==================== alu_sequencer_flat
### Logic cells by family, alu_sequencer_flat

Drawn at 4 px/um.
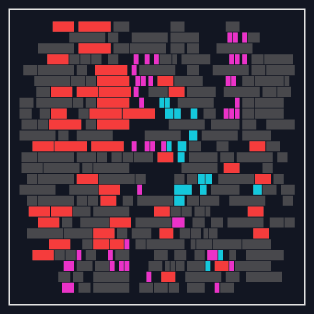
`config.mk`:
```
export PLATFORM = sky130hd
export DESIGN_NAME = alu_sequencer_flat
export DESIGN_NICKNAME = d
export VERILOG_FILES = /design/src/rtl/alu_pkg.sv /design/src/rtl/alu_sequencer_if.sv /design/src/rtl/alu_regfile.sv /design/src/rtl/alu_sequencer.sv /design/src/flat_wrapper.sv
export SDC_FILE = /design/constraint.sdc
export NUM_CORES = 1
export LEC_CHECK = 0
export CAP_MARGIN = 30
export CORE_MARGIN = 2
export CORE_UTILIZATION = 45
export DETAILED_ROUTE_END_ITERATION = 8
export PLACE_DENSITY_LB_ADDON = 0.12
export SKIP_LAST_GASP = 1
export SYNTH_ARGS = -nofsm -noshare
export SYNTH_HDL_FRONTEND = slang
export SYNTH_SLANG_ARGS = --single-unit
```
`constraint.sdc`:
```
create_clock -name clk -period 1.7 [get_ports clk]
set_input_delay 0.34 -clock clk [delete_from_list [all_inputs] [get_ports clk]]
set_output_delay 0.34 -clock clk [all_outputs]
set_load 0.05 [all_outputs]
```
`src/rtl/alu_pkg.sv`:
```
// Shared constants, ALU opcode encodings and sequencer state type.
package alu_pkg;
  localparam int WIDTH = 4;
  localparam int NREGS = 4;
  localparam int RW    = $clog2(NREGS);
  localparam int CNTW  = 3;

  // Opcode is {sel[2:0], cin}; odd codes above OP_NOT's neighbours are reserved.
  localparam logic [3:0] OP_PASS = 4'd0;
  localparam logic [3:0] OP_INC  = 4'd1;
  localparam logic [3:0] OP_ADD  = 4'd2;
  localparam logic [3:0] OP_ADDC = 4'd3;
  localparam logic [3:0] OP_SUBB = 4'd4;
  localparam logic [3:0] OP_SUB  = 4'd5;
  localparam logic [3:0] OP_DEC  = 4'd6;
  localparam logic [3:0] OP_AND  = 4'd8;
  localparam logic [3:0] OP_OR   = 4'd10;
  localparam logic [3:0] OP_XOR  = 4'd12;
  localparam logic [3:0] OP_NOT  = 4'd14;

  typedef enum logic [1:0] {IDLE, EXEC, WB} seq_state_t;
endpackage

```
`src/rtl/alu_sequencer_if.sv`:
```
// Command, preload, debug-read, ALU and completion signals of the sequencer.
interface alu_sequencer_if;
  import alu_pkg::*;

  logic             cmd_valid;
  logic             cmd_ready;
  logic [3:0]       cmd_op;
  logic [RW-1:0]    cmd_rd;
  logic [RW-1:0]    cmd_ra;
  logic [RW-1:0]    cmd_rb;
  logic [CNTW-1:0]  cmd_cnt;
  logic             ld_en;
  logic [RW-1:0]    ld_addr;
  logic [WIDTH-1:0] ld_data;
  logic [RW-1:0]    rd_addr;
  logic [WIDTH-1:0] rd_data;
  logic [WIDTH-1:0] alu_a;
  logic [WIDTH-1:0] alu_b;
  logic [2:0]       alu_sel;
  logic             alu_cin;
  logic [WIDTH-1:0] alu_f;
  logic             done;
  logic [WIDTH-1:0] result;
  logic             zero;

  modport slave (
    input  cmd_valid, cmd_op, cmd_rd, cmd_ra, cmd_rb, cmd_cnt,
    input  ld_en, ld_addr, ld_data, rd_addr, alu_f,
    output cmd_ready, rd_data, alu_a, alu_b, alu_sel, alu_cin, done, result, zero
  );

  modport master (
    output cmd_valid, cmd_op, cmd_rd, cmd_ra, cmd_rb, cmd_cnt,
    output ld_en, ld_addr, ld_data, rd_addr, alu_f,
    input  cmd_ready, rd_data, alu_a, alu_b, alu_sel, alu_cin, done, result, zero
  );
endinterface

```
`src/rtl/alu_regfile.sv`:
```
// NREGS x WIDTH register file: one write port, whole array exposed plus one read port.
module alu_regfile import alu_pkg::*; (
  input  logic                         clk,
  input  logic                         reset,
  input  logic                         i_we,
  input  logic [RW-1:0]                i_waddr,
  input  logic [WIDTH-1:0]             i_wdata,
  input  logic [RW-1:0]                i_raddr,
  output logic [WIDTH-1:0]             o_rdata,
  output logic [NREGS-1:0][WIDTH-1:0]  o_regs
);
  logic [NREGS-1:0][WIDTH-1:0] r_mem;

  always_ff @(posedge clk or posedge reset) begin
    if (reset)     r_mem <= '0;
    else if (i_we) r_mem[i_waddr] <= i_wdata;
  end

  assign o_rdata = r_mem[i_raddr];
  assign o_regs  = r_mem;
endmodule

```
`src/rtl/alu_sequencer.sv`:
```
// Command sequencer: latches operands, drives an external ALU repeatedly,
// writes the final value back and pulses done.
module alu_sequencer import alu_pkg::*; (
  input  logic           clk,
  input  logic           reset,
  alu_sequencer_if.slave bus
);
  seq_state_t                  r_state, w_next;
  logic [WIDTH-1:0]            r_acc, r_bq, r_result;
  logic [3:0]                  r_op;
  logic [RW-1:0]               r_rd;
  logic [CNTW-1:0]             r_cnt;
  logic                        r_zero;
  logic                        w_we;
  logic [RW-1:0]               w_waddr;
  logic [WIDTH-1:0]            w_wdata;
  logic [NREGS-1:0][WIDTH-1:0] w_regs;
  logic                        w_accept;

  assign w_accept = (r_state == IDLE) && bus.cmd_valid;

  // WB owns the write port; preloads only land while idle.
  always_comb begin
    w_we    = 1'b0;
    w_waddr = bus.ld_addr;
    w_wdata = bus.ld_data;
    if (r_state == WB) begin
      w_we    = 1'b1;
      w_waddr = r_rd;
      w_wdata = r_acc;
    end else if (r_state == IDLE) begin
      w_we    = bus.ld_en;
    end
  end

  alu_regfile u_rf (
    .clk     (clk),
    .reset   (reset),
    .i_we    (w_we),
    .i_waddr (w_waddr),
    .i_wdata (w_wdata),
    .i_raddr (bus.rd_addr),
    .o_rdata (bus.rd_data),
    .o_regs  (w_regs)
  );

  always_ff @(posedge clk or posedge reset) begin
    if (reset) r_state <= IDLE;
    else       r_state <= w_next;
  end

  always_comb begin
    w_next = r_state;
    case (r_state)
      IDLE:    if (bus.cmd_valid) w_next = EXEC;
      EXEC:    if (r_cnt == '0)   w_next = WB;
      WB:      w_next = IDLE;
      default: w_next = IDLE;
    endcase
  end

  // result/zero are captured from the final ALU output so they are valid during WB.
  always_ff @(posedge clk or posedge reset) begin
    if (reset) begin
      r_acc    <= '0;
      r_bq     <= '0;
      r_op     <= '0;
      r_rd     <= '0;
      r_cnt    <= '0;
      r_result <= '0;
      r_zero   <= 1'b0;
    end else if (w_accept) begin
      r_acc <= w_regs[bus.cmd_ra];
      r_bq  <= w_regs[bus.cmd_rb];
      r_op  <= bus.cmd_op;
      r_rd  <= bus.cmd_rd;
      r_cnt <= bus.cmd_cnt;
    end else if (r_state == EXEC) begin
      r_acc <= bus.alu_f;
      if (r_cnt == '0) begin
        r_result <= bus.alu_f;
        r_zero   <= (bus.alu_f == '0);
      end else begin
        r_cnt <= r_cnt - 1'b1;
      end
    end
  end

  always_comb begin
    bus.alu_a   = '0;
    bus.alu_b   = '0;
    bus.alu_sel = '0;
    bus.alu_cin = 1'b0;
    if (r_state == EXEC) begin
      bus.alu_a   = r_acc;
      bus.alu_b   = r_bq;
      bus.alu_sel = r_op[3:1];
      bus.alu_cin = r_op[0];
    end
  end

  assign bus.cmd_ready = (r_state == IDLE);
  assign bus.done      = (r_state == WB);
  assign bus.result    = r_result;
  assign bus.zero      = r_zero;
endmodule

```
`src/flat_wrapper.sv`:
```
// flat-port wrapper written by rule: the top's interface ports become plain ports
module alu_sequencer_flat import alu_pkg::*;
  (clk, reset, bus_cmd_valid, bus_cmd_op, bus_cmd_rd, bus_cmd_ra, bus_cmd_rb, bus_cmd_cnt, bus_ld_en, bus_ld_addr, bus_ld_data, bus_rd_addr, bus_alu_f, bus_cmd_ready, bus_rd_data, bus_alu_a, bus_alu_b, bus_alu_sel, bus_alu_cin, bus_done, bus_result, bus_zero);
  alu_sequencer_if bus_i ();
  input  logic clk;
  input  logic reset;
  input wire logic [$bits(bus_i.cmd_valid)-1:0] bus_cmd_valid;
  input wire logic [$bits(bus_i.cmd_op)-1:0] bus_cmd_op;
  input wire logic [$bits(bus_i.cmd_rd)-1:0] bus_cmd_rd;
  input wire logic [$bits(bus_i.cmd_ra)-1:0] bus_cmd_ra;
  input wire logic [$bits(bus_i.cmd_rb)-1:0] bus_cmd_rb;
  input wire logic [$bits(bus_i.cmd_cnt)-1:0] bus_cmd_cnt;
  input wire logic [$bits(bus_i.ld_en)-1:0] bus_ld_en;
  input wire logic [$bits(bus_i.ld_addr)-1:0] bus_ld_addr;
  input wire logic [$bits(bus_i.ld_data)-1:0] bus_ld_data;
  input wire logic [$bits(bus_i.rd_addr)-1:0] bus_rd_addr;
  input wire logic [$bits(bus_i.alu_f)-1:0] bus_alu_f;
  output wire logic [$bits(bus_i.cmd_ready)-1:0] bus_cmd_ready;
  output wire logic [$bits(bus_i.rd_data)-1:0] bus_rd_data;
  output wire logic [$bits(bus_i.alu_a)-1:0] bus_alu_a;
  output wire logic [$bits(bus_i.alu_b)-1:0] bus_alu_b;
  output wire logic [$bits(bus_i.alu_sel)-1:0] bus_alu_sel;
  output wire logic [$bits(bus_i.alu_cin)-1:0] bus_alu_cin;
  output wire logic [$bits(bus_i.done)-1:0] bus_done;
  output wire logic [$bits(bus_i.result)-1:0] bus_result;
  output wire logic [$bits(bus_i.zero)-1:0] bus_zero;
  assign bus_i.cmd_valid = bus_cmd_valid;
  assign bus_i.cmd_op = bus_cmd_op;
  assign bus_i.cmd_rd = bus_cmd_rd;
  assign bus_i.cmd_ra = bus_cmd_ra;
  assign bus_i.cmd_rb = bus_cmd_rb;
  assign bus_i.cmd_cnt = bus_cmd_cnt;
  assign bus_i.ld_en = bus_ld_en;
  assign bus_i.ld_addr = bus_ld_addr;
  assign bus_i.ld_data = bus_ld_data;
  assign bus_i.rd_addr = bus_rd_addr;
  assign bus_i.alu_f = bus_alu_f;
  assign bus_cmd_ready = bus_i.cmd_ready;
  assign bus_rd_data = bus_i.rd_data;
  assign bus_alu_a = bus_i.alu_a;
  assign bus_alu_b = bus_i.alu_b;
  assign bus_alu_sel = bus_i.alu_sel;
  assign bus_alu_cin = bus_i.alu_cin;
  assign bus_done = bus_i.done;
  assign bus_result = bus_i.result;
  assign bus_zero = bus_i.zero;
  alu_sequencer u_core (.clk(clk), .reset(reset), .bus(bus_i));
endmodule
```
==> flow_metrics.py <==
# Generated from Yosys and OpenROAD reports
metrics = {
    "placement": {
        "place_inst": 296,
    },
    "outcome": {
        "violations": "setup timing",
        "outcome": "finished, violations left",
    },
    "drt": {
        "top_layer": "met4",
        "totalWireLength_um": 5630,
    },
    "die": {
        "core_area_um2": 4690,
        "die_w_um": 73.5,
    },
    "final_layout": {
        "fin_area_um2": 3340,
        "comb_area_um2": 1200,
    },
    "final_timing": {
        "finalWorstSetupSlack_ps": -74.2,
        "setup_violations": 20,
        "max_freq_ghz": 0.564,
    },
    "synth": {
        "top_area_cell": "dfrtp_1",
        "simple_gate_share_pct": 16.6,
        "ys_top_logic_family": "multiplexers",
    },
    "clocking": {
        "cts_tree": "done",
    },
    "power": {
        "ir_drop_v": 0.00131,
        "p_leak_nw": 1.53,
        "seqPwrFrac_pct": 25.3,
    },
    "worst_setup_path": {
        "worstSetupPathDepth": 4,
    },
}
About 'Logic cells by family' of alu_sequencer_flat:
| family | colour | cells | most used |
|---|---|---|---|
| NOR gates | cyan | 17 | nor3_1 |
| NAND gates | magenta | 39 | nand2_1 |
| multiplexers | red | 42 | mux2_4 |
most common logic cell in the routed design: buf_4
fin cells: 324
combinational share of cell area: 35.8%

## cell type report
type                       count  area share [%]
sequential                    40            30.0
timing repair buffer          92            29.3
multi-input combinational    126            35.8
tap                           54            2.02
clock buffer                   5            2.06
inverter                       7           0.787
## timing repair
action	4_1_cts	5_1_grt
setup endpoints to repair	32	32
pin swaps	4	1
resized	32	10
buffers inserted	8	15
## routing by layer
metal	vias up	global-route usage, %
met3	10	4.94
met1	862	28.0
met4	0	9.29
met2	60	37.7
li1	819	-
met5	-	0
## worst min-delay path: cells and delay by family
kind,cells,cell delay (ps)
buffers and inverters,3,730
## power groups by stage
stage | sequential [mW] | combinational, mW | clock [mW]
final | 1.77 | 4.67 | 0.558
after global routing | 1.82 | 4.91 | 0.629
after CTS | 1.79 | 4.29 | 0.577
after detailed placement | 1.84 | 3.85 | 0
after global placement | 1.79 | 3.77 | 0
after floorplan | 1.87 | 2.23 | 0
## state kept, by name, indices dropped and copies added (netlist names)
signal and flops:
u_core.r_state 2, u_core.r_bq 4, u_core.bus.zero 1, u_core.bus.result 4, u_core.r_acc 4, u_core.u_rf.o_regs 16
u_core.r_op 4, u_core.r_cnt 3, u_core.r_rd 2

==================== dbg_char_fifo
<file path="src/rtl/dbg_char_fifo.sv">
// Synchronous valid/ready FIFO. Pointers carry an extra wrap bit so full and
// empty are distinguishable without a separate counter. A push is accepted
// while full if a pop happens in the same cycle. No read bypass: a byte pushed
// into an empty FIFO becomes visible on the following cycle.
module dbg_char_fifo #(
  parameter int  DEPTH = 8,
  parameter int  WIDTH = 8,
  localparam int AW    = $clog2(DEPTH)
) (
  input  logic             clk,
  input  logic             rst,
  input  logic             push_valid,
  output logic             push_ready,
  input  logic [WIDTH-1:0] push_data,
  output logic             pop_valid,
  input  logic             pop_ready,
  output logic [WIDTH-1:0] pop_data,
  output logic [AW:0]      occupancy
);

  localparam logic [AW:0] PTR_INC = {{AW{1'b0}}, 1'b1};

  logic [WIDTH-1:0] mem [DEPTH];
  logic [AW:0]      wr_ptr;
  logic [AW:0]      rd_ptr;
  logic             empty;
  logic             full;
  logic             do_push;
  logic             do_pop;

  assign empty      = (wr_ptr == rd_ptr);
  assign full       = (wr_ptr[AW] != rd_ptr[AW]) && (wr_ptr[AW-1:0] == rd_ptr[AW-1:0]);
  assign pop_valid  = !empty;
  assign push_ready = !full || pop_ready;
  assign do_push    = push_valid && push_ready;
  assign do_pop     = pop_valid && pop_ready;
  assign occupancy  = wr_ptr - rd_ptr;
  // Masked so the stale head entry never leaks out while the FIFO is empty.
  assign pop_data   = empty ? '0 : mem[rd_ptr[AW-1:0]];

  // Pointer update on accepted push/pop.
  // NOTE: sequential state uses non-blocking assignments so every register
  // samples pre-edge values regardless of statement order.
  always_ff @(posedge clk or posedge rst) begin
    if (rst) begin
      wr_ptr <= '0;
      rd_ptr <= '0;
    end else begin
      if (do_push) wr_ptr <= wr_ptr + PTR_INC;
      if (do_pop)  rd_ptr <= rd_ptr + PTR_INC;
    end
  end

  // Storage write.
  // NOTE: the array is deliberately not reset; occupancy gates every read,
  // and leaving it out of reset lets it map onto plain RAM/flops.
  always_ff @(posedge clk) begin
    if (do_push) mem[wr_ptr[AW-1:0]] <= push_data;
  end

endmodule

</file>
<file path="config.mk">
export PLATFORM = sky130hd
export DESIGN_NAME = dbg_char_fifo
export DESIGN_NICKNAME = d
export VERILOG_FILES = /design/src/rtl/dbg_char_fifo.sv
export SDC_FILE = /design/constraint.sdc
export NUM_CORES = 1
export LEC_CHECK = 0
export ABC_CLOCK_PERIOD_IN_PS = 4300
export CELL_PAD_IN_SITES_DETAIL_PLACEMENT = 0
export CELL_PAD_IN_SITES_GLOBAL_PLACEMENT = 2
export CORE_ASPECT_RATIO = 1.75
export CORE_MARGIN = 2
export CORE_UTILIZATION = 30
export DETAILED_ROUTE_END_ITERATION = 8
export GPL_ROUTABILITY_DRIVEN = 1
export GPL_TIMING_DRIVEN = 0
export PLACE_DENSITY_LB_ADDON = 0.1
export SETUP_SLACK_MARGIN = 0.1
export SLEW_MARGIN = 20
export SYNTH_ARGS = -nofsm -noshare
export SYNTH_HDL_FRONTEND = slang
export SYNTH_SLANG_ARGS = --single-unit
</file>
<file path="constraint.sdc">
create_clock -name clk -period 4.3 [get_ports clk]
set_input_delay 1.075 -clock clk [delete_from_list [all_inputs] [get_ports clk]]
set_output_delay 1.075 -clock clk [all_outputs]
set_load 0.02 [all_outputs]
</file>
### Sequential cells coloured by netlist name, dbg_char_fifo

Drawn at 3 px/um. Other sequential cells in the stronger grey, the rest of the logic in the fainter grey.
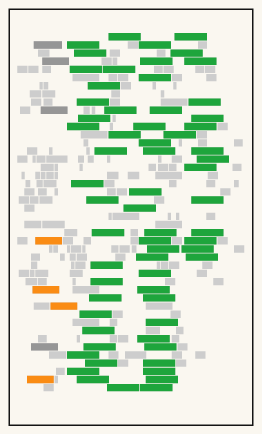
| name in the netlist | colour | flops |
|---|---|---|
| mem | green | 64 |
| wr_ptr | orange | 4 |
sequential power: 1.00 mW
Seq/total area: 55.9%

==> flow_metrics.py <==
# Generated from Yosys and OpenROAD reports
metrics = {
    "outcome": {
        "outcome": "completed",
    },
    "final_layout": {
        "comb_share_pct": 23.3,
        "final_core_util_pct": 37.5,
        "lay_top_cells": "64 x edfxtp_1, 32 x mux2i_1, 17 x clkdlybuf4s50_1",
    },
    "die": {
        "core_area_um2": 10100,
        "die_area_um2": 11100,
        "nWellTaps": 127,
        "rows": 49,
        "fp_util_pct": 30.5,
    },
    "final_timing": {
        "setup_violations": 0,
        "slew_violations": 0,
        "max_freq_ghz": 0.250,
    },
    "min_path": {
        "hold_path_depth": 1,
        "hold_path_end": "rd_ptr[3]$_DFFE_PP0P_",
    },
    "global_routing": {
        "grtUsageMet2_pct": 27.2,
        "grt-ovfl-total": 0,
    },
    "synth": {
        "topCellsByArea": "edfxtp_1 62%, mux2i_1 10%, dfrtp_1 6.5%, a221oi_1 2.3%, ha_1 2.0%",
        "yosysUniqueCellTypes": 34,
        "yosys.cell_count.top_type": "edfxtp_1",
        "ys_seq_share_pct": 68.8,
        "ys_cells": 189,
        "simple_gate_share_pct": 5.64,
        "xor_area_share_pct": 2.80,
        "yosys_area_um2": 3080,
    },
    "placement": {
        "place_congestion": 0.732,
    },
    "power": {
        "power_leader": "combinational logic",
    },
    "drt": {
        "vias": 1690,
        "wl_met3_um": 248,
    },
    "worst_setup_path": {
        "end_kind": "output port",
    },
    "clocking": {
        "clk_latency_ps": 320,
        "cts_sinks": 72,
    },
}
### Pin placement, dbg_char_fifo

Drawn at 4 px/um. Pins as bars across the die edge, other pins in grey.
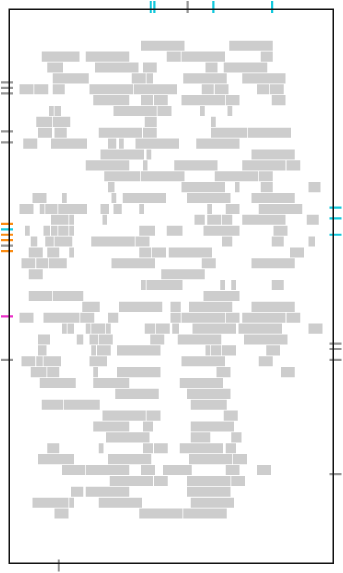
| port | colour | pins | direction | edge |
|---|---|---|---|---|
| push_valid | magenta | 1 | input | left |
| pop_data | cyan | 8 | output | 4 top, 3 right, 1 left |
| occupancy | orange | 4 | output | left |
all pins by edge: 13 left, 7 right, 5 top, 1 bottom
Buffers on Ports: 25
die height: 138 um

[through the flow]
step / instance area [um2] / total power, mW
after floorplan: 3080 / 1.91
after global placement: 3490 / 2.48
after detailed placement: 3550 / 2.53
after CTS: 3810 / 3.13
after global routing: 3800 / 3.25
final: 3800 / 3.06
[worst max path at each step]
| stage | start | to | cells past startpoint | slack [ps] |
|---|---|---|---|---|
| 2_1_floorplan | rd_ptr[1]$_DFFE_PP0P_ | pop_data[6] | 10 | 900 |
| 3_3_place_gp | pop_ready | mem[2][5]$_DFFE_PP_ | 3 | 110 |
| 3_5_place_dp | rd_ptr[1]$_DFFE_PP0P_ | pop_data[1] | 11 | 160 |
| 4_1_cts | rd_ptr[1]$_DFFE_PP0P_ | pop_data[1] | 11 | 90 |
| 5_1_grt | rd_ptr[1]$_DFFE_PP0P_ | pop_data[2] | 11 | 100 |
| 6_report | rd_ptr[1]$_DFFE_PP0P_ | pop_data[0] | 11 | 310 |
[worst max-delay path, cell delays in order (launching register included)]
cell and delay (ps):
dfrtp_2 410, buf_6 180, buf_12 150, buf_4 230, inv_1 70, ha_1 290
nand3_1 220, nand2b_2 210, buf_6 160, nand2_1 60, a221oi_1 220, dlygate4sd2_1 370

==================== pu_pipe
### Zoomed window, pu_pipe

Window x 29 to 54, y 13 to 38 um. Cells in grey, sequential cells in the stronger grey; small squares are vias.
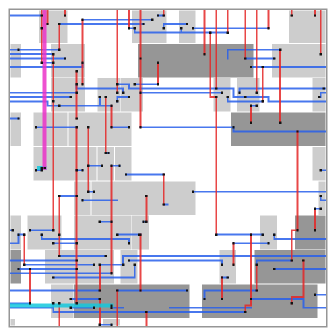
--- config.mk ---
export PLATFORM = sky130hd
export DESIGN_NAME = pu_pipe
export DESIGN_NICKNAME = d
export VERILOG_FILES = /design/src/rtl/pu_pkg.sv /design/src/rtl/pu_add_stage.sv /design/src/rtl/pu_pipe.sv
export SDC_FILE = /design/constraint.sdc
export NUM_CORES = 1
export LEC_CHECK = 0
export CAP_MARGIN = 20
export CORE_MARGIN = 2
export CORE_UTILIZATION = 35
export CTS_BUF_LIST = sky130_fd_sc_hd__clkbuf_8
export DETAILED_ROUTE_END_ITERATION = 12
export HOLD_SLACK_MARGIN = 0.08
export SYNTH_ARGS = -nofsm -noshare
export SYNTH_HDL_FRONTEND = slang
export SYNTH_SLANG_ARGS = --single-unit
--- constraint.sdc ---
create_clock -name clk -period 1.9 [get_ports clk]
set_clock_uncertainty 0.15 [all_clocks]
set_input_delay 0.38 -clock clk [delete_from_list [all_inputs] [get_ports clk]]
set_output_delay 0.38 -clock clk [all_outputs]
set_load 0.05 [all_outputs]
--- src/rtl/pu_pkg.sv ---
// Shared definitions for the pipelined processing unit: term transform,
// tree-depth helper and packed-bus offset arithmetic for the adder tree.
package pu_pkg;

    localparam logic [2:0] APPROX_PREFIX = 3'b100;

    // Ceiling log2, used for the adder-tree depth.
    function automatic int unsigned clog2(input int unsigned n);
        int unsigned r;
        r = 0;
        while ((64'd1 << r) < 64'(n)) begin
            r++;
        end
        return r;
    endfunction

    // Approximate-scale transform: {APPROX_PREFIX, x[xlen-2 -: xlen-3]},
    // computed on a 64-bit carrier; callers cast back down to xlen bits.
    function automatic logic [63:0] pu_approx(input logic [63:0] x, input int unsigned xlen);
        logic [63:0] mask;
        mask = (64'd1 << (xlen - 3)) - 64'd1;
        return (64'(APPROX_PREFIX) << (xlen - 3)) | ((x >> 2) & mask);
    endfunction

    // Bit offset of tree level lvl inside one flat bus holding every level;
    // level j carries (num_in >> j) operands of (xlen + j) bits each.
    function automatic int unsigned tree_off(input int unsigned num_in,
                                             input int unsigned xlen,
                                             input int unsigned lvl);
        int unsigned off;
        off = 0;
        for (int unsigned j = 0; j < lvl; j++) begin
            off += (num_in >> j) * (xlen + j);
        end
        return off;
    endfunction

endpackage

--- src/rtl/pu_add_stage.sv ---
// One registered adder-tree level: K operands of W bits in, K/2 sums of
// W+1 bits out, with the stage valid bit carried alongside.
module pu_add_stage #(
    parameter int unsigned K = 2,
    parameter int unsigned W = 5
) (
    input  logic                     clk,
    input  logic                     rst,
    input  logic                     i_adv,
    input  logic                     i_valid,
    input  logic [K*W-1:0]           i_ops,
    output logic                     o_valid,
    output logic [(K/2)*(W+1)-1:0]   o_sums
);

    localparam int unsigned H = K / 2;

    logic [H*(W+1)-1:0] w_sum;
    logic [H*(W+1)-1:0] r_sum;
    logic               r_valid;

    // Pairwise widening sums of adjacent operands.
    always_comb begin
        w_sum = '0;
        for (int unsigned i = 0; i < H; i++) begin
            w_sum[i*(W+1) +: (W+1)] = {1'b0, i_ops[(2*i)*W +: W]}
                                    + {1'b0, i_ops[(2*i+1)*W +: W]};
        end
    end

    // Stage register: shifts data and valid together only on advance.
    always_ff @(posedge clk or posedge rst) begin
        if (rst) begin
            r_valid <= 1'b0;
            r_sum   <= '0;
        end else if (i_adv) begin
            r_valid <= i_valid;
            r_sum   <= w_sum;
        end
    end

    assign o_valid = r_valid;
    assign o_sums  = r_sum;

endmodule

--- src/rtl/pu_pipe.sv ---
// Pipelined processing unit: per-channel pass-through or approximate-scale
// term, registered adder tree, saturating or wrapping XLEN-bit result,
// valid/ready on both sides with a single global stall.
module pu_pipe
    import pu_pkg::*;
#(
    parameter int unsigned XLEN   = 5,
    parameter int unsigned NUM_IN = 4,
    parameter bit          SAT    = 1'b1
) (
    input  logic                    clk,
    input  logic                    rst,
    input  logic                    in_valid,
    output logic                    in_ready,
    input  logic [NUM_IN*XLEN-1:0]  nums,
    input  logic [NUM_IN-1:0]       wsel,
    output logic                    out_valid,
    input  logic                    out_ready,
    output logic [XLEN-1:0]         result,
    output logic                    out_sat
);

    localparam int unsigned LVLS    = clog2(NUM_IN);
    localparam int unsigned SW      = XLEN + LVLS;
    localparam int unsigned OUT_OFF = tree_off(NUM_IN, XLEN, LVLS);
    localparam int unsigned TREE_W  = tree_off(NUM_IN, XLEN, LVLS + 1);

    logic                   w_adv;
    logic [NUM_IN*XLEN-1:0] w_terms;
    logic [NUM_IN*XLEN-1:0] r_terms;
    logic                   r_v0;
    logic [TREE_W-1:0]      w_tree;
    logic [LVLS:0]          w_v;
    logic [SW-1:0]          w_sum;
    logic                   w_over;

    // Whole pipeline moves unless a valid result is being held back.
    assign w_adv    = !out_valid || out_ready;
    assign in_ready = w_adv;

    // Per-channel term selection.
    always_comb begin
        w_terms = '0;
        for (int unsigned i = 0; i < NUM_IN; i++) begin
            w_terms[i*XLEN +: XLEN] = wsel[i]
                ? XLEN'(pu_approx(64'(nums[i*XLEN +: XLEN]), XLEN))
                : nums[i*XLEN +: XLEN];
        end
    end

    // Stage 1: register the terms; a bubble enters when in_valid is low.
    always_ff @(posedge clk or posedge rst) begin
        if (rst) begin
            r_v0    <= 1'b0;
            r_terms <= '0;
        end else if (w_adv) begin
            r_v0    <= in_valid;
            r_terms <= w_terms;
        end
    end

    // All tree levels share one flat bus; level 0 is the term register.
    assign w_tree[NUM_IN*XLEN-1:0] = r_terms;
    assign w_v[0]                  = r_v0;

    for (genvar l = 0; l < LVLS; l++) begin : g_lvl
        localparam int unsigned K   = NUM_IN >> l;
        localparam int unsigned W   = XLEN + l;
        localparam int unsigned OFI = tree_off(NUM_IN, XLEN, l);
        localparam int unsigned OFO = tree_off(NUM_IN, XLEN, l + 1);

        pu_add_stage #(
            .K (K),
            .W (W)
        ) u_stage (
            .clk     (clk),
            .rst     (rst),
            .i_adv   (w_adv),
            .i_valid (w_v[l]),
            .i_ops   (w_tree[OFI +: K*W]),
            .o_valid (w_v[l+1]),
            .o_sums  (w_tree[OFO +: (K/2)*(W+1)])
        );
    end

    // The final tree register is the output stage: result and out_sat
    // decode directly from it, so they hold while stalled and clear on reset.
    assign w_sum     = w_tree[OUT_OFF +: SW];
    assign w_over    = |w_sum[SW-1:XLEN];
    assign out_valid = w_v[LVLS];
    assign out_sat   = w_over;

    // Saturate or wrap the registered full-width sum.
    always_comb begin
        result = w_sum[XLEN-1:0];
        if (SAT && w_over) begin
            result = '1;
        end
    end

endmodule

==> flow_metrics.py <==
# Generated from Yosys and OpenROAD reports
metrics = {
    "min_path": {
        "min_path_type": "in -> async",
    },
    "synth": {
        "topCellsByArea": "dfrtp_1 47%, nand2_1 9.3%, ha_1 9.0%, o21ai_0 5.6%, mux2i_1 3.6%",
        "ys_cells": 231,
        "ys_ff": 42,
        "top_cells_by_count": "55 x nand2_1, 42 x dfrtp_1, 25 x o21ai_0",
        "simple_gate_share_pct": 18.0,
        "compound_area_share_pct": 14.0,
        "yosys.cell_count.top_type": "nand2_1",
        "async_reset_ff_share_pct": 100,
    },
    "final_layout": {
        "fillCellCount": 626,
        "drive_gt1_share_pct": 13.0,
        "lay_top_count": "nand2_1",
    },
    "final_timing": {
        "min_period_ps": 1820,
        "slew_violations": 0,
        "hold_ws_ps": 287,
        "hold_violations": 0,
    },
    "die": {
        "die_y_um": 83.6,
    },
    "clocking": {
        "cts_sinks": 42,
        "ctsHoldBuffers": 0,
        "cts_tree": "done",
        "cts_buffers": 5,
    },
    "global_routing": {
        "grt_pass1_wl_um": 7040,
        "grt-busiest-layer": "met2",
        "grtUsageMet3_pct": 2.77,
    },
    "worst_setup_path": {
        "worstPathArrival_ps": 1290,
        "r2r_start": "r_terms[5]$_DFFE_PP0P_",
        "r2r_setup_slack_ps": 100,
        "worstSetupStartpoint": "g_lvl[1].u_stage.o_sums[6]$_DFFE_PP0P_",
        "cp_top_family": "flip-flops",
        "worstSetupPathDepth": 2,
        "cp_max_fo": 7,
    },
    "outcome": {
        "outcome": "completed",
    },
    "drt": {
        "totalWireLength_um": 4070,
        "met1Wirelength_um": 2030,
        "dr.first_iter.drc_count": 58,
    },
    "placement": {
        "placed_area_um2": 2680,
        "dpl.hpwl_um": 2920,
    },
    "power": {
        "p_leak_nw": 1.30,
    },
}
Notes on 'Zoomed window' of pu_pipe above:
| layer | colour |
|---|---|
| metal 2 | red |
| metal 3 | cyan |
| metal 4 | magenta |
| metal 1 | blue |
most frequent: nand2_1 (6), dfrtp_1 (5)
cells with their middle in the window: 33
netlist names of flops here include: g_lvl.u_stage.o_sums (3)
sequential cells in the window: 5

==> flip-flops by register name, summed over array words and instances, names as in the netlist <==
register	cells
r_terms	20
r_v0	1
g_lvl.u_stage.o_valid	2
g_lvl.u_stage.o_sums	19
==> per-stage QoR <==
| step | TNS, ps | setup WS, ps | std cells | util [%] | total power, mW |
|---|---|---|---|---|---|
| global route | -16.4 | -16.4 | 347 | 45.0 | 4.30 |
| floorplan | 0 | 65.0 | 231 | - | 2.83 |
| detailed placement | 0 | 34.0 | 338 | 43.0 | 3.33 |
| global placement | 0 | 51.7 | 338 | 43.0 | 3.31 |
| CTS | 0 | 25.6 | 346 | 44.5 | 3.94 |
| finish | 0 | 77.9 | 347 | 45.0 | 3.94 |
==> cell type report <==
cell class	count	area [um2]	share of cell area [%]
timing repair buffer	40	405	14.4
clock buffer	6	82.6	2.94
multi-input combinational	171	1120	40.0
tap	77	96.3	3.43
sequential	42	1050	37.5
clock inverter	2	12.5	0.446
inverter	9	33.8	1.20
==> power by group <==
group	switching (mW)	leakage, nW	internal, mW
Sequential	0.219	0.504	1.23
Clock	0.300	0.0472	0.292
Combinational	1.05	0.752	0.857

==================== pending_encoder
### Sequential cells coloured by netlist name, pending_encoder

Drawn at 6 px/um. Other sequential cells in the stronger grey, the rest of the logic in the fainter grey.
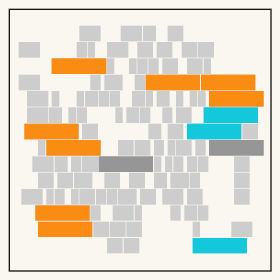
### Congestion heat map, pending_encoder

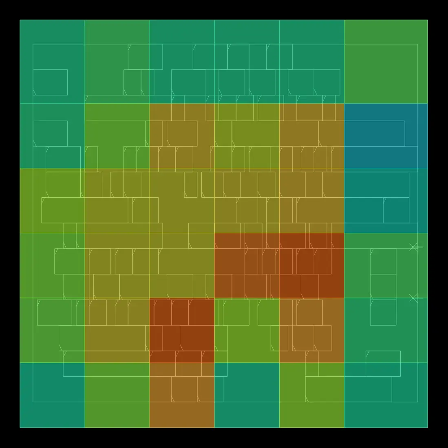
$ cat src/rtl/pending_encoder_pkg.sv
// Shared types and helpers for the pending request encoder.
// PENDING_ENCODER_ROUND_ROBIN_EN selects rotating priority in the top level.
package pending_encoder_pkg;

  localparam int N_DEFAULT = 8;
  localparam int MASK_W    = 32;

  typedef enum logic {
    IDLE    = 1'b0,
    PRESENT = 1'b1
  } state_t;

  // One-hot clear mask; callers truncate to their own request width.
  function automatic logic [MASK_W-1:0] clr_mask(input logic [MASK_W-1:0] i);
    logic [MASK_W-1:0] one;
    one = 1;
    return one << i;
  endfunction

endpackage

$ cat src/rtl/pending_encoder_prio.sv
// Combinational search: scans downward from start, wrapping from 0 to N-1,
// and reports the first set bit. Returns index 0 with found=0 on an empty vector.
module prio_pick #(
  parameter int N     = 8,
  parameter int IDX_W = $clog2(N)
) (
  input  logic [N-1:0]     vec,
  input  logic [IDX_W-1:0] start,
  output logic [IDX_W-1:0] idx,
  output logic             found
);

  logic [IDX_W-1:0] pos;

  always_comb begin
    idx   = '0;
    found = 1'b0;
    pos   = '0;
    for (int k = 0; k < N; k++) begin
      // N is a power of two, so index arithmetic wraps naturally
      pos = start - IDX_W'(k);
      if (!found && vec[pos]) begin
        idx   = pos;
        found = 1'b1;
      end
    end
  end

endmodule

$ cat src/rtl/pending_encoder.sv
// Sticky request latch with priority-encoded index and valid/ready handshake.
// Define PENDING_ENCODER_ROUND_ROBIN_EN for rotating priority after each grant.
//
// state   | meaning
// IDLE    | nothing presented; picks from pend when non-empty
// PRESENT | idx held stable with valid=1 until ready
module pending_encoder
  import pending_encoder_pkg::*;
#(
  parameter int N = N_DEFAULT,
  localparam int IDX_W = $clog2(N)
) (
  input  logic             clk,
  input  logic             rst_n,
  input  logic             n_ei,
  input  logic [N-1:0]     req,
  output logic [IDX_W-1:0] idx,
  output logic             valid,
  input  logic             ready,
  output logic [N-1:0]     pend,
  output logic             any
);

  state_t           state_q, state_d;
  logic             load, accept;
  logic [N-1:0]     pend_q, pend_d, clr;
  logic [IDX_W-1:0] idx_q, pick_idx, start;
  logic             found, any_q;

`ifdef PENDING_ENCODER_ROUND_ROBIN_EN
  logic [IDX_W-1:0] last_q;

  assign start = last_q - IDX_W'(1);

  always_ff @(posedge clk or negedge rst_n) begin
    if (!rst_n)      last_q <= '0;
    else if (accept) last_q <= idx_q;
  end
`else
  assign start = IDX_W'(N - 1);
`endif

  prio_pick #(.N(N), .IDX_W(IDX_W)) u_pick (
    .vec   (pend_q),
    .start (start),
    .idx   (pick_idx),
    .found (found)
  );

  always_comb begin
    state_d = state_q;
    load    = 1'b0;
    accept  = 1'b0;
    case (state_q)
      IDLE: begin
        if (found) begin
          state_d = PRESENT;
          load    = 1'b1;
        end
      end
      PRESENT: begin
        if (ready) begin
          state_d = IDLE;
          accept  = 1'b1;
        end
      end
      default: state_d = IDLE;
    endcase
  end

  // A new request on the bit being cleared wins, keeping it pending
  assign clr    = accept ? N'(clr_mask(32'(idx_q))) : '0;
  assign pend_d = (pend_q & ~clr) | (n_ei ? '0 : req);

  always_ff @(posedge clk or negedge rst_n) begin
    if (!rst_n) begin
      state_q <= IDLE;
      pend_q  <= '0;
      any_q   <= 1'b0;
      idx_q   <= '0;
    end else begin
      state_q <= state_d;
      pend_q  <= pend_d;
      any_q   <= |pend_d;
      if (load) idx_q <= pick_idx;
    end
  end

  assign idx   = idx_q;
  assign valid = (state_q == PRESENT);
  assign pend  = pend_q;
  assign any   = any_q;

endmodule

$ cat config.mk
export PLATFORM = sky130hd
export DESIGN_NAME = pending_encoder
export DESIGN_NICKNAME = d
export VERILOG_FILES = /design/src/rtl/pending_encoder_pkg.sv /design/src/rtl/pending_encoder_prio.sv /design/src/rtl/pending_encoder.sv
export SDC_FILE = /design/constraint.sdc
export NUM_CORES = 1
export LEC_CHECK = 0
export CAP_MARGIN = 20
export CORE_MARGIN = 1
export CORE_UTILIZATION = 40
export DETAILED_ROUTE_END_ITERATION = 6
export PLACE_DENSITY = 0.71
export SLEW_MARGIN = 5
export SYNTH_ARGS = -nofsm -noshare
export SYNTH_HDL_FRONTEND = slang
export SYNTH_SLANG_ARGS = --single-unit
$ cat constraint.sdc
create_clock -name clk -period 2.4 [get_ports clk]
set_clock_uncertainty 0.2 [all_clocks]
set_input_delay 0.72 -clock clk [delete_from_list [all_inputs] [get_ports clk]]
set_output_delay 0.72 -clock clk [all_outputs]
set_load 0.05 [all_outputs]
==> flow_metrics.py <==
# Generated from Yosys and OpenROAD reports
metrics = {
    "power": {
        "internal-power_mw": 0.388,
        "switchingPower_mw": 0.226,
        "switching_share_pct": 36.9,
        "power_mw": 0.614,
    },
    "final_layout": {
        "drive_gt1_share_pct": 21.4,
        "lay_top_cells": "20 x buf_4, 13 x o21ai_0, 13 x dfrtp_1",
    },
    "drt": {
        "drc": 4,
    },
    "final_timing": {
        "rsz0062_at_grt": "no",
        "hold_ws_ps": 366,
    },
    "die": {
        "ios": 25,
        "rows": 14,
    },
    "worst_setup_path": {
        "critPathKind": "in -> reg",
        "slowest_delay_ps": 500,
        "worstPathArrival_ps": 2160,
        "r2r_setup_slack_ps": 400,
        "ff2ff_path_depth": 4,
    },
    "global_routing": {
        "grt_max_degree": 14,
    },
    "outcome": {
        "outcome": "finished, violations left",
        "violations": "DRC",
    },
    "placement": {
        "portBuffers": 24,
    },
    "synth": {
        "async_reset_ff_share_pct": 100,
        "compound_area_share_pct": 19.4,
    },
    "min_path": {
        "min-delay-start": "pend[2]$_DFF_PN0_",
    },
}
## Picture notes: 'Sequential cells coloured by netlist name' of pending_encoder
| name in the netlist | colour | flops |
|---|---|---|
| idx | cyan | 3 |
| pend | orange | 8 |
not coloured: 2
FF+latch area: 325 um2
Seq/total area: 33.2%
final core area utilization: 62.8%
sequential power: 0.270 mW

## Picture notes: 'Congestion heat map' of pending_encoder
Most Crowded Layer GR: met2
met2 usage: 32.1%

[final cells by class]
type,count,area [um2]
Fill cell,143,581
Multi-Input combinational cell,59,328
Sequential cell,13,325
Timing Repair Buffer,31,260
Clock buffer,4,26.3
Tap cell,16,20.0
Inverter,5,18.8
[power groups by stage]
| stage | Combinational, mW | Sequential (mW) | Clock [mW] |
|---|---|---|---|
| after floorplan | 0.0579 | 0.339 | 0 |
| after CTS | 0.216 | 0.270 | 0.139 |
| after detailed placement | 0.215 | 0.274 | 0 |
| after global routing | 0.230 | 0.274 | 0.149 |
| final | 0.215 | 0.270 | 0.130 |
| after global placement | 0.214 | 0.274 | 0 |
[layer usage]
metal	up-vias	wire, um	share of wire (%)
met5	-	0	0
met4	0	0	0
met2	23	843	51
met3	0	90	5.4
met1	336	733	44
li1	341	-	-
[sequential cells by signal (all words and copies together) (netlist names)]
signal  flops
valid       1
idx         3
pend        8
any         1
[critical path: cells and delay by family]
kind / cells / cell delay (ps)
and+or+nand+nor: 2 / 570
buffers and inverters: 1 / 470
AOI/OAI and AO/OA: 2 / 390

==================== intf2_all_out_driver_flat
<file path="config.mk">
export PLATFORM = sky130hd
export DESIGN_NAME = intf2_all_out_driver_flat
export DESIGN_NICKNAME = d
export VERILOG_FILES = /design/src/rtl/intf2_all_out_driver_if.sv /design/src/rtl/intf2_all_out_driver.sv /design/src/flat_wrapper.sv
export SDC_FILE = /design/constraint.sdc
export NUM_CORES = 1
export LEC_CHECK = 0
export CORE_MARGIN = 2
export CORE_UTILIZATION = 44
export CTS_CLUSTER_DIAMETER = 200
export DETAILED_ROUTE_END_ITERATION = 8
export HOLD_SLACK_MARGIN = 0.15
export PLACE_DENSITY = 0.69
export SETUP_SLACK_MARGIN = 0.4
export SLEW_MARGIN = 10
export SYNTH_ARGS = -nofsm -noshare
export SYNTH_HDL_FRONTEND = slang
export SYNTH_SLANG_ARGS = --single-unit
</file>
<file path="constraint.sdc">
create_clock -name clk -period 5.7 [get_ports clk]
set_clock_uncertainty 0.1 [all_clocks]
set_input_delay 1.14 -clock clk [delete_from_list [all_inputs] [get_ports clk]]
set_output_delay 1.14 -clock clk [all_outputs]
set_load 0.01 [all_outputs]
</file>
<file path="src/rtl/intf2_all_out_driver_if.sv">
// intf2: a two-bit {abc, def} link.
// The producer drives both bits through all_out, and consumers sample them through all_in.
interface intf2;
    logic abc;
    logic def;

    modport all_out (output abc, output def);
    modport all_in  (input  abc, input  def);
endinterface

</file>
<file path="src/rtl/intf2_all_out_driver.sv">
// intf2_all_out_driver: the producer end of intf2.
// Words arrive as {abc, def} over a valid/ready handshake and are queued in a small FIFO.
// Each word is then shown on drv_port for HOLD_CYCLES cycles, in arrival order.
// When no word is being shown, abc/def carry the idle values.
module intf2_all_out_driver #(
    parameter int   DEPTH       = 4,
    parameter int   HOLD_CYCLES = 3,
    parameter logic IDLE_ABC    = 1'b0,
    parameter logic IDLE_DEF    = 1'b0
) (
    input  logic                       clk,
    input  logic                       rst,
    input  logic                       in_valid,
    output logic                       in_ready,
    input  logic                       in_abc,
    input  logic                       in_def,
    intf2.all_out                      drv_port,
    output logic                       busy,
    output logic [$clog2(DEPTH+1)-1:0] level
);

    localparam int PTR_W = $clog2(DEPTH);
    localparam int LVL_W = $clog2(DEPTH + 1);
    // Keep the hold counter at least one bit wide, even when HOLD_CYCLES is 1.
    localparam int CNT_W = (HOLD_CYCLES > 1) ? $clog2(HOLD_CYCLES) : 1;

    localparam logic [LVL_W-1:0] FULL_LEVEL = LVL_W'(DEPTH);
    localparam logic [CNT_W-1:0] HOLD_LOAD  = CNT_W'(HOLD_CYCLES - 1);

    typedef enum logic {
        ST_IDLE = 1'b0,
        ST_HOLD = 1'b1
    } state_t;

    // FIFO storage. Each entry is packed as {abc, def}.
    logic [1:0]       mem [DEPTH];
    logic [PTR_W-1:0] wr_ptr_reg;
    logic [PTR_W-1:0] rd_ptr_reg;
    logic [LVL_W-1:0] level_reg;
    logic [LVL_W-1:0] level_next;

    // Presentation state
    state_t           state_reg;
    logic [CNT_W-1:0] cnt_reg;
    logic             abc_reg;
    logic             def_reg;

    logic             push_en;
    logic             pop_en;
    logic [1:0]       head_word;

    // in_ready depends only on the current occupancy and reset.
    // A pop in the same cycle never frees a slot early.
    assign in_ready  = !rst && (level_reg != FULL_LEVEL);
    assign push_en   = in_valid && in_ready;
    assign head_word = mem[rd_ptr_reg];

    // Decide whether the head word moves onto the bus at the coming edge.
    always_comb begin
        pop_en = 1'b0;
        if (level_reg != '0) begin
            if (state_reg == ST_IDLE) begin
                pop_en = 1'b1;
            end else if (cnt_reg == '0) begin
                pop_en = 1'b1;
            end
        end
    end

    // Occupancy update.
    // When a push and a pop happen together, the level stays the same.
    always_comb begin
        level_next = level_reg;
        case ({push_en, pop_en})
            2'b10:   level_next = level_reg + LVL_W'(1);
            2'b01:   level_next = level_reg - LVL_W'(1);
            default: level_next = level_reg;
        endcase
    end

    // Write port of the storage array. The array itself is not reset, because only the pointers matter.
    always_ff @(posedge clk) begin
        if (push_en) begin
            mem[wr_ptr_reg] <= {in_abc, in_def};
        end
    end

    // FIFO pointers and level.
    // DEPTH is a power of two, so the pointers wrap naturally.
    always_ff @(posedge clk) begin
        if (rst) begin
            wr_ptr_reg <= '0;
            rd_ptr_reg <= '0;
            level_reg  <= '0;
        end else begin
            if (push_en) begin
                wr_ptr_reg <= wr_ptr_reg + PTR_W'(1);
            end
            if (pop_en) begin
                rd_ptr_reg <= rd_ptr_reg + PTR_W'(1);
            end
            level_reg <= level_next;
        end
    end

    // Presentation FSM. abc/def are registered, and the FIFO read lands directly in them.
    always_ff @(posedge clk) begin
        if (rst) begin
            state_reg <= ST_IDLE;
            cnt_reg   <= '0;
            abc_reg   <= IDLE_ABC;
            def_reg   <= IDLE_DEF;
        end else begin
            case (state_reg)
                ST_IDLE: begin
                    if (pop_en) begin
                        abc_reg   <= head_word[1];
                        def_reg   <= head_word[0];
                        cnt_reg   <= HOLD_LOAD;
                        state_reg <= ST_HOLD;
                    end else begin
                        abc_reg <= IDLE_ABC;
                        def_reg <= IDLE_DEF;
                    end
                end
                ST_HOLD: begin
                    if (cnt_reg != '0) begin
                        cnt_reg <= cnt_reg - CNT_W'(1);
                    end else if (pop_en) begin
                        // Load the next word with no idle cycle in between.
                        abc_reg <= head_word[1];
                        def_reg <= head_word[0];
                        cnt_reg <= HOLD_LOAD;
                    end else begin
                        abc_reg   <= IDLE_ABC;
                        def_reg   <= IDLE_DEF;
                        state_reg <= ST_IDLE;
                    end
                end
                default: begin
                    state_reg <= ST_IDLE;
                    cnt_reg   <= '0;
                    abc_reg   <= IDLE_ABC;
                    def_reg   <= IDLE_DEF;
                end
            endcase
        end
    end

    assign drv_port.abc = abc_reg;
    assign drv_port.def = def_reg;
    assign busy         = (state_reg == ST_HOLD);
    assign level        = level_reg;

endmodule

</file>
<file path="src/flat_wrapper.sv">
// flat-port wrapper written by rule: the top's interface ports become plain ports
module intf2_all_out_driver_flat 
#(
    parameter int   DEPTH       = 4,
    parameter int   HOLD_CYCLES = 3,
    parameter logic IDLE_ABC    = 1'b0,
    parameter logic IDLE_DEF    = 1'b0
)
  (clk, rst, in_valid, in_ready, in_abc, in_def, busy, level, drv_port_abc, drv_port_def);
  intf2 drv_port_i ();
  input  logic clk;
  input  logic rst;
  input  logic in_valid;
  output logic in_ready;
  input  logic in_abc;
  input  logic in_def;
  output logic busy;
  output logic [$clog2(DEPTH+1)-1:0] level;
  output wire logic [$bits(drv_port_i.abc)-1:0] drv_port_abc;
  output wire logic [$bits(drv_port_i.def)-1:0] drv_port_def;
  assign drv_port_abc = drv_port_i.abc;
  assign drv_port_def = drv_port_i.def;
  intf2_all_out_driver #(.DEPTH(DEPTH), .HOLD_CYCLES(HOLD_CYCLES), .IDLE_ABC(IDLE_ABC), .IDLE_DEF(IDLE_DEF)) u_core (.clk(clk), .rst(rst), .in_valid(in_valid), .in_ready(in_ready), .in_abc(in_abc), .in_def(in_def), .drv_port(drv_port_i), .busy(busy), .level(level));
endmodule
</file>
### Pin placement, intf2_all_out_driver_flat

Drawn at 10 px/um. Pins as bars across the die edge, other pins in grey.
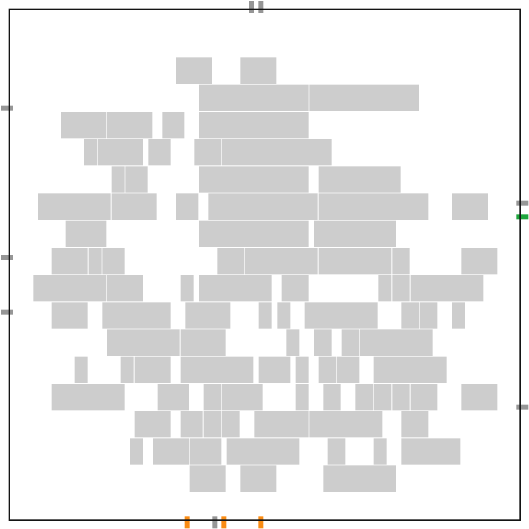
| port | colour | pins | direction | edge |
|---|---|---|---|---|
| level | orange | 3 | output | bottom |
| drv_port_def | green | 1 | output | right |
all pins by edge: 4 bottom, 3 right, 3 left, 2 top
die height: 50.9 um
die x size: 50.9 um
Buffers on Ports: 11

### Congestion heat map, intf2_all_out_driver_flat

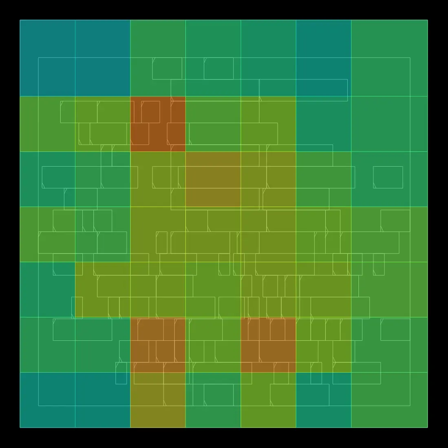
met2 usage: 18.2%
met1 usage: 14.6%

## cell usage after synthesis
master	count	area share, %
or3_4	1	1.2
inv_1	5	1.9
dfxtp_1	14	29
nor2_1	5	1.9
nor3_1	1	0.52
o21a_1	1	0.77
mux2_1	1	1.2
nor3b_2	1	1.3
nand2b_1	1	0.65
nand3_1	3	1.5
a21oi_1	8	4.1
inv_2	1	0.39
fa_1	1	2.1
a311oi_2	1	1.5
xnor2_1	1	0.90
a31o_1	1	0.90
mux2i_1	2	2.1
clkbuf_1	1	0.39
nor3b_4	1	1.9
xor2_1	1	0.90
edfxtp_1	8	25
mux4_2	2	4.6
nand2_1	3	1.2
nand3b_1	1	0.77
or3_1	2	1.3
o21ai_0	3	1.5
and2_1	4	2.6
ha_1	5	6.5
o21ai_4	1	1.7
## cells by family (layout without fill, tap and decap cells)
logic type / after synthesis / count (layout) / share of synthesized area, %
adder cells (fa/ha/maj): 6 / 6 / 8.52
buffers and inverters: 7 / 21 / 2.71
AND-OR/OR-AND: 15 / 15 / 10.6
AND/OR/NAND/NOR: 23 / 23 / 14.8
flip-flops: 22 / 22 / 53.7
XOR/XNOR: 2 / 2 / 1.81
multiplexers: 5 / 5 / 7.87
==> flow_metrics.py <==
# Generated from Yosys and OpenROAD reports
metrics = {
    "placement": {
        "place_congestion": 0.708,
        "place_inst": 117,
    },
    "drt": {
        "met1Wirelength_um": 643,
        "drc": 0,
        "wire_per_inst_um": 11.1,
        "wl_met2_um": 647,
    },
    "final_layout": {
        "fillCellCount": 186,
        "final_core_util_pct": 56.2,
        "largest_register_ffs": 8,
        "antennaDiodeCount": 0,
    },
    "worst_setup_path": {
        "cp_max_fo": 16,
        "critPathKind": "in -> out",
        "r2r_setup_slack_ps": 3350,
        "cp.required_ps": 4460,
        "r2r_end": "u_core.level[2]$_SDFFE_PP0P_",
        "cp_top_family": "buffers and inverters",
        "end_kind": "output port",
    },
    "final_timing": {
        "maxSlewHeadroom_pct": 59.0,
        "max_freq_ghz": 0.259,
        "fin_tns_setup_ps": 0,
        "setup_violations": 0,
        "finalWorstSetupSlack_ps": 1840,
        "fin_crit_sh_pct": 67.7,
    },
    "synth": {
        "yosysUniqueCellTypes": 29,
        "synthCells": 80,
        "syn-cell-area_um2": 970,
    },
    "clocking": {
        "cts_resized": 0,
        "postCtsSetupBuffers": 0,
        "cts_buffers": 3,
        "clk_pin_slew_ps": 110,
    },
    "global_routing": {
        "grt_pass1_vias": 539,
        "grt_pass1_wl_um": 2230,
        "grt_max_degree": 17,
    },
    "min_path": {
        "hold_path_end": "u_core.drv_port.def$_SDFFE_PP0P_",
        "min-delay-start": "u_core.drv_port.def$_SDFFE_PP0P_",
    },
    "die": {
        "nWellTaps": 27,
        "ios": 12,
    },
    "job": {
        "warnings": 29,
    },
    "power": {
        "clockPowerShare_pct": 12.9,
        "switching_share_pct": 35.0,
        "seqPwrFrac_pct": 45.5,
        "internal-power_mw": 0.342,
    },
    "outcome": {
        "outcome": "completed",
    },
}


## Gallery

Logic cells by family.
image #1
Drawn at 3 px/um.
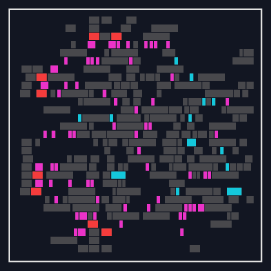
image #2
Drawn at 6 px/um.
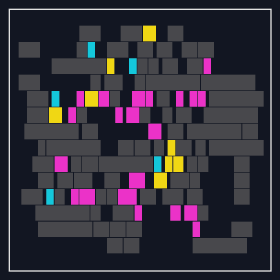
image #3
Drawn at 3 px/um.
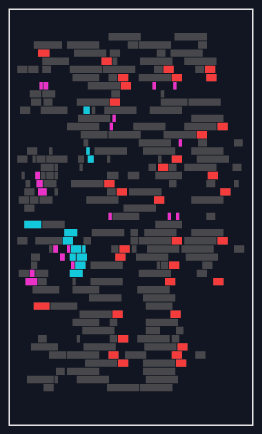
image #4
Drawn at 6 px/um.
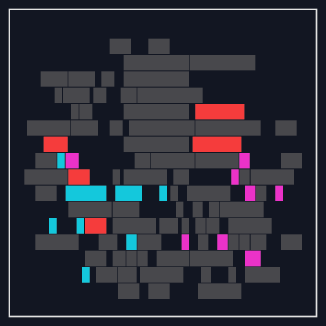
image #4: intf2_all_out_driver_flat
image #1: pu_pipe
image #3: dbg_char_fifo
image #2: pending_encoder
Of these, largest die: image #3
Of these, smallest die: image #2

Power and IR drop assume default switching activity.
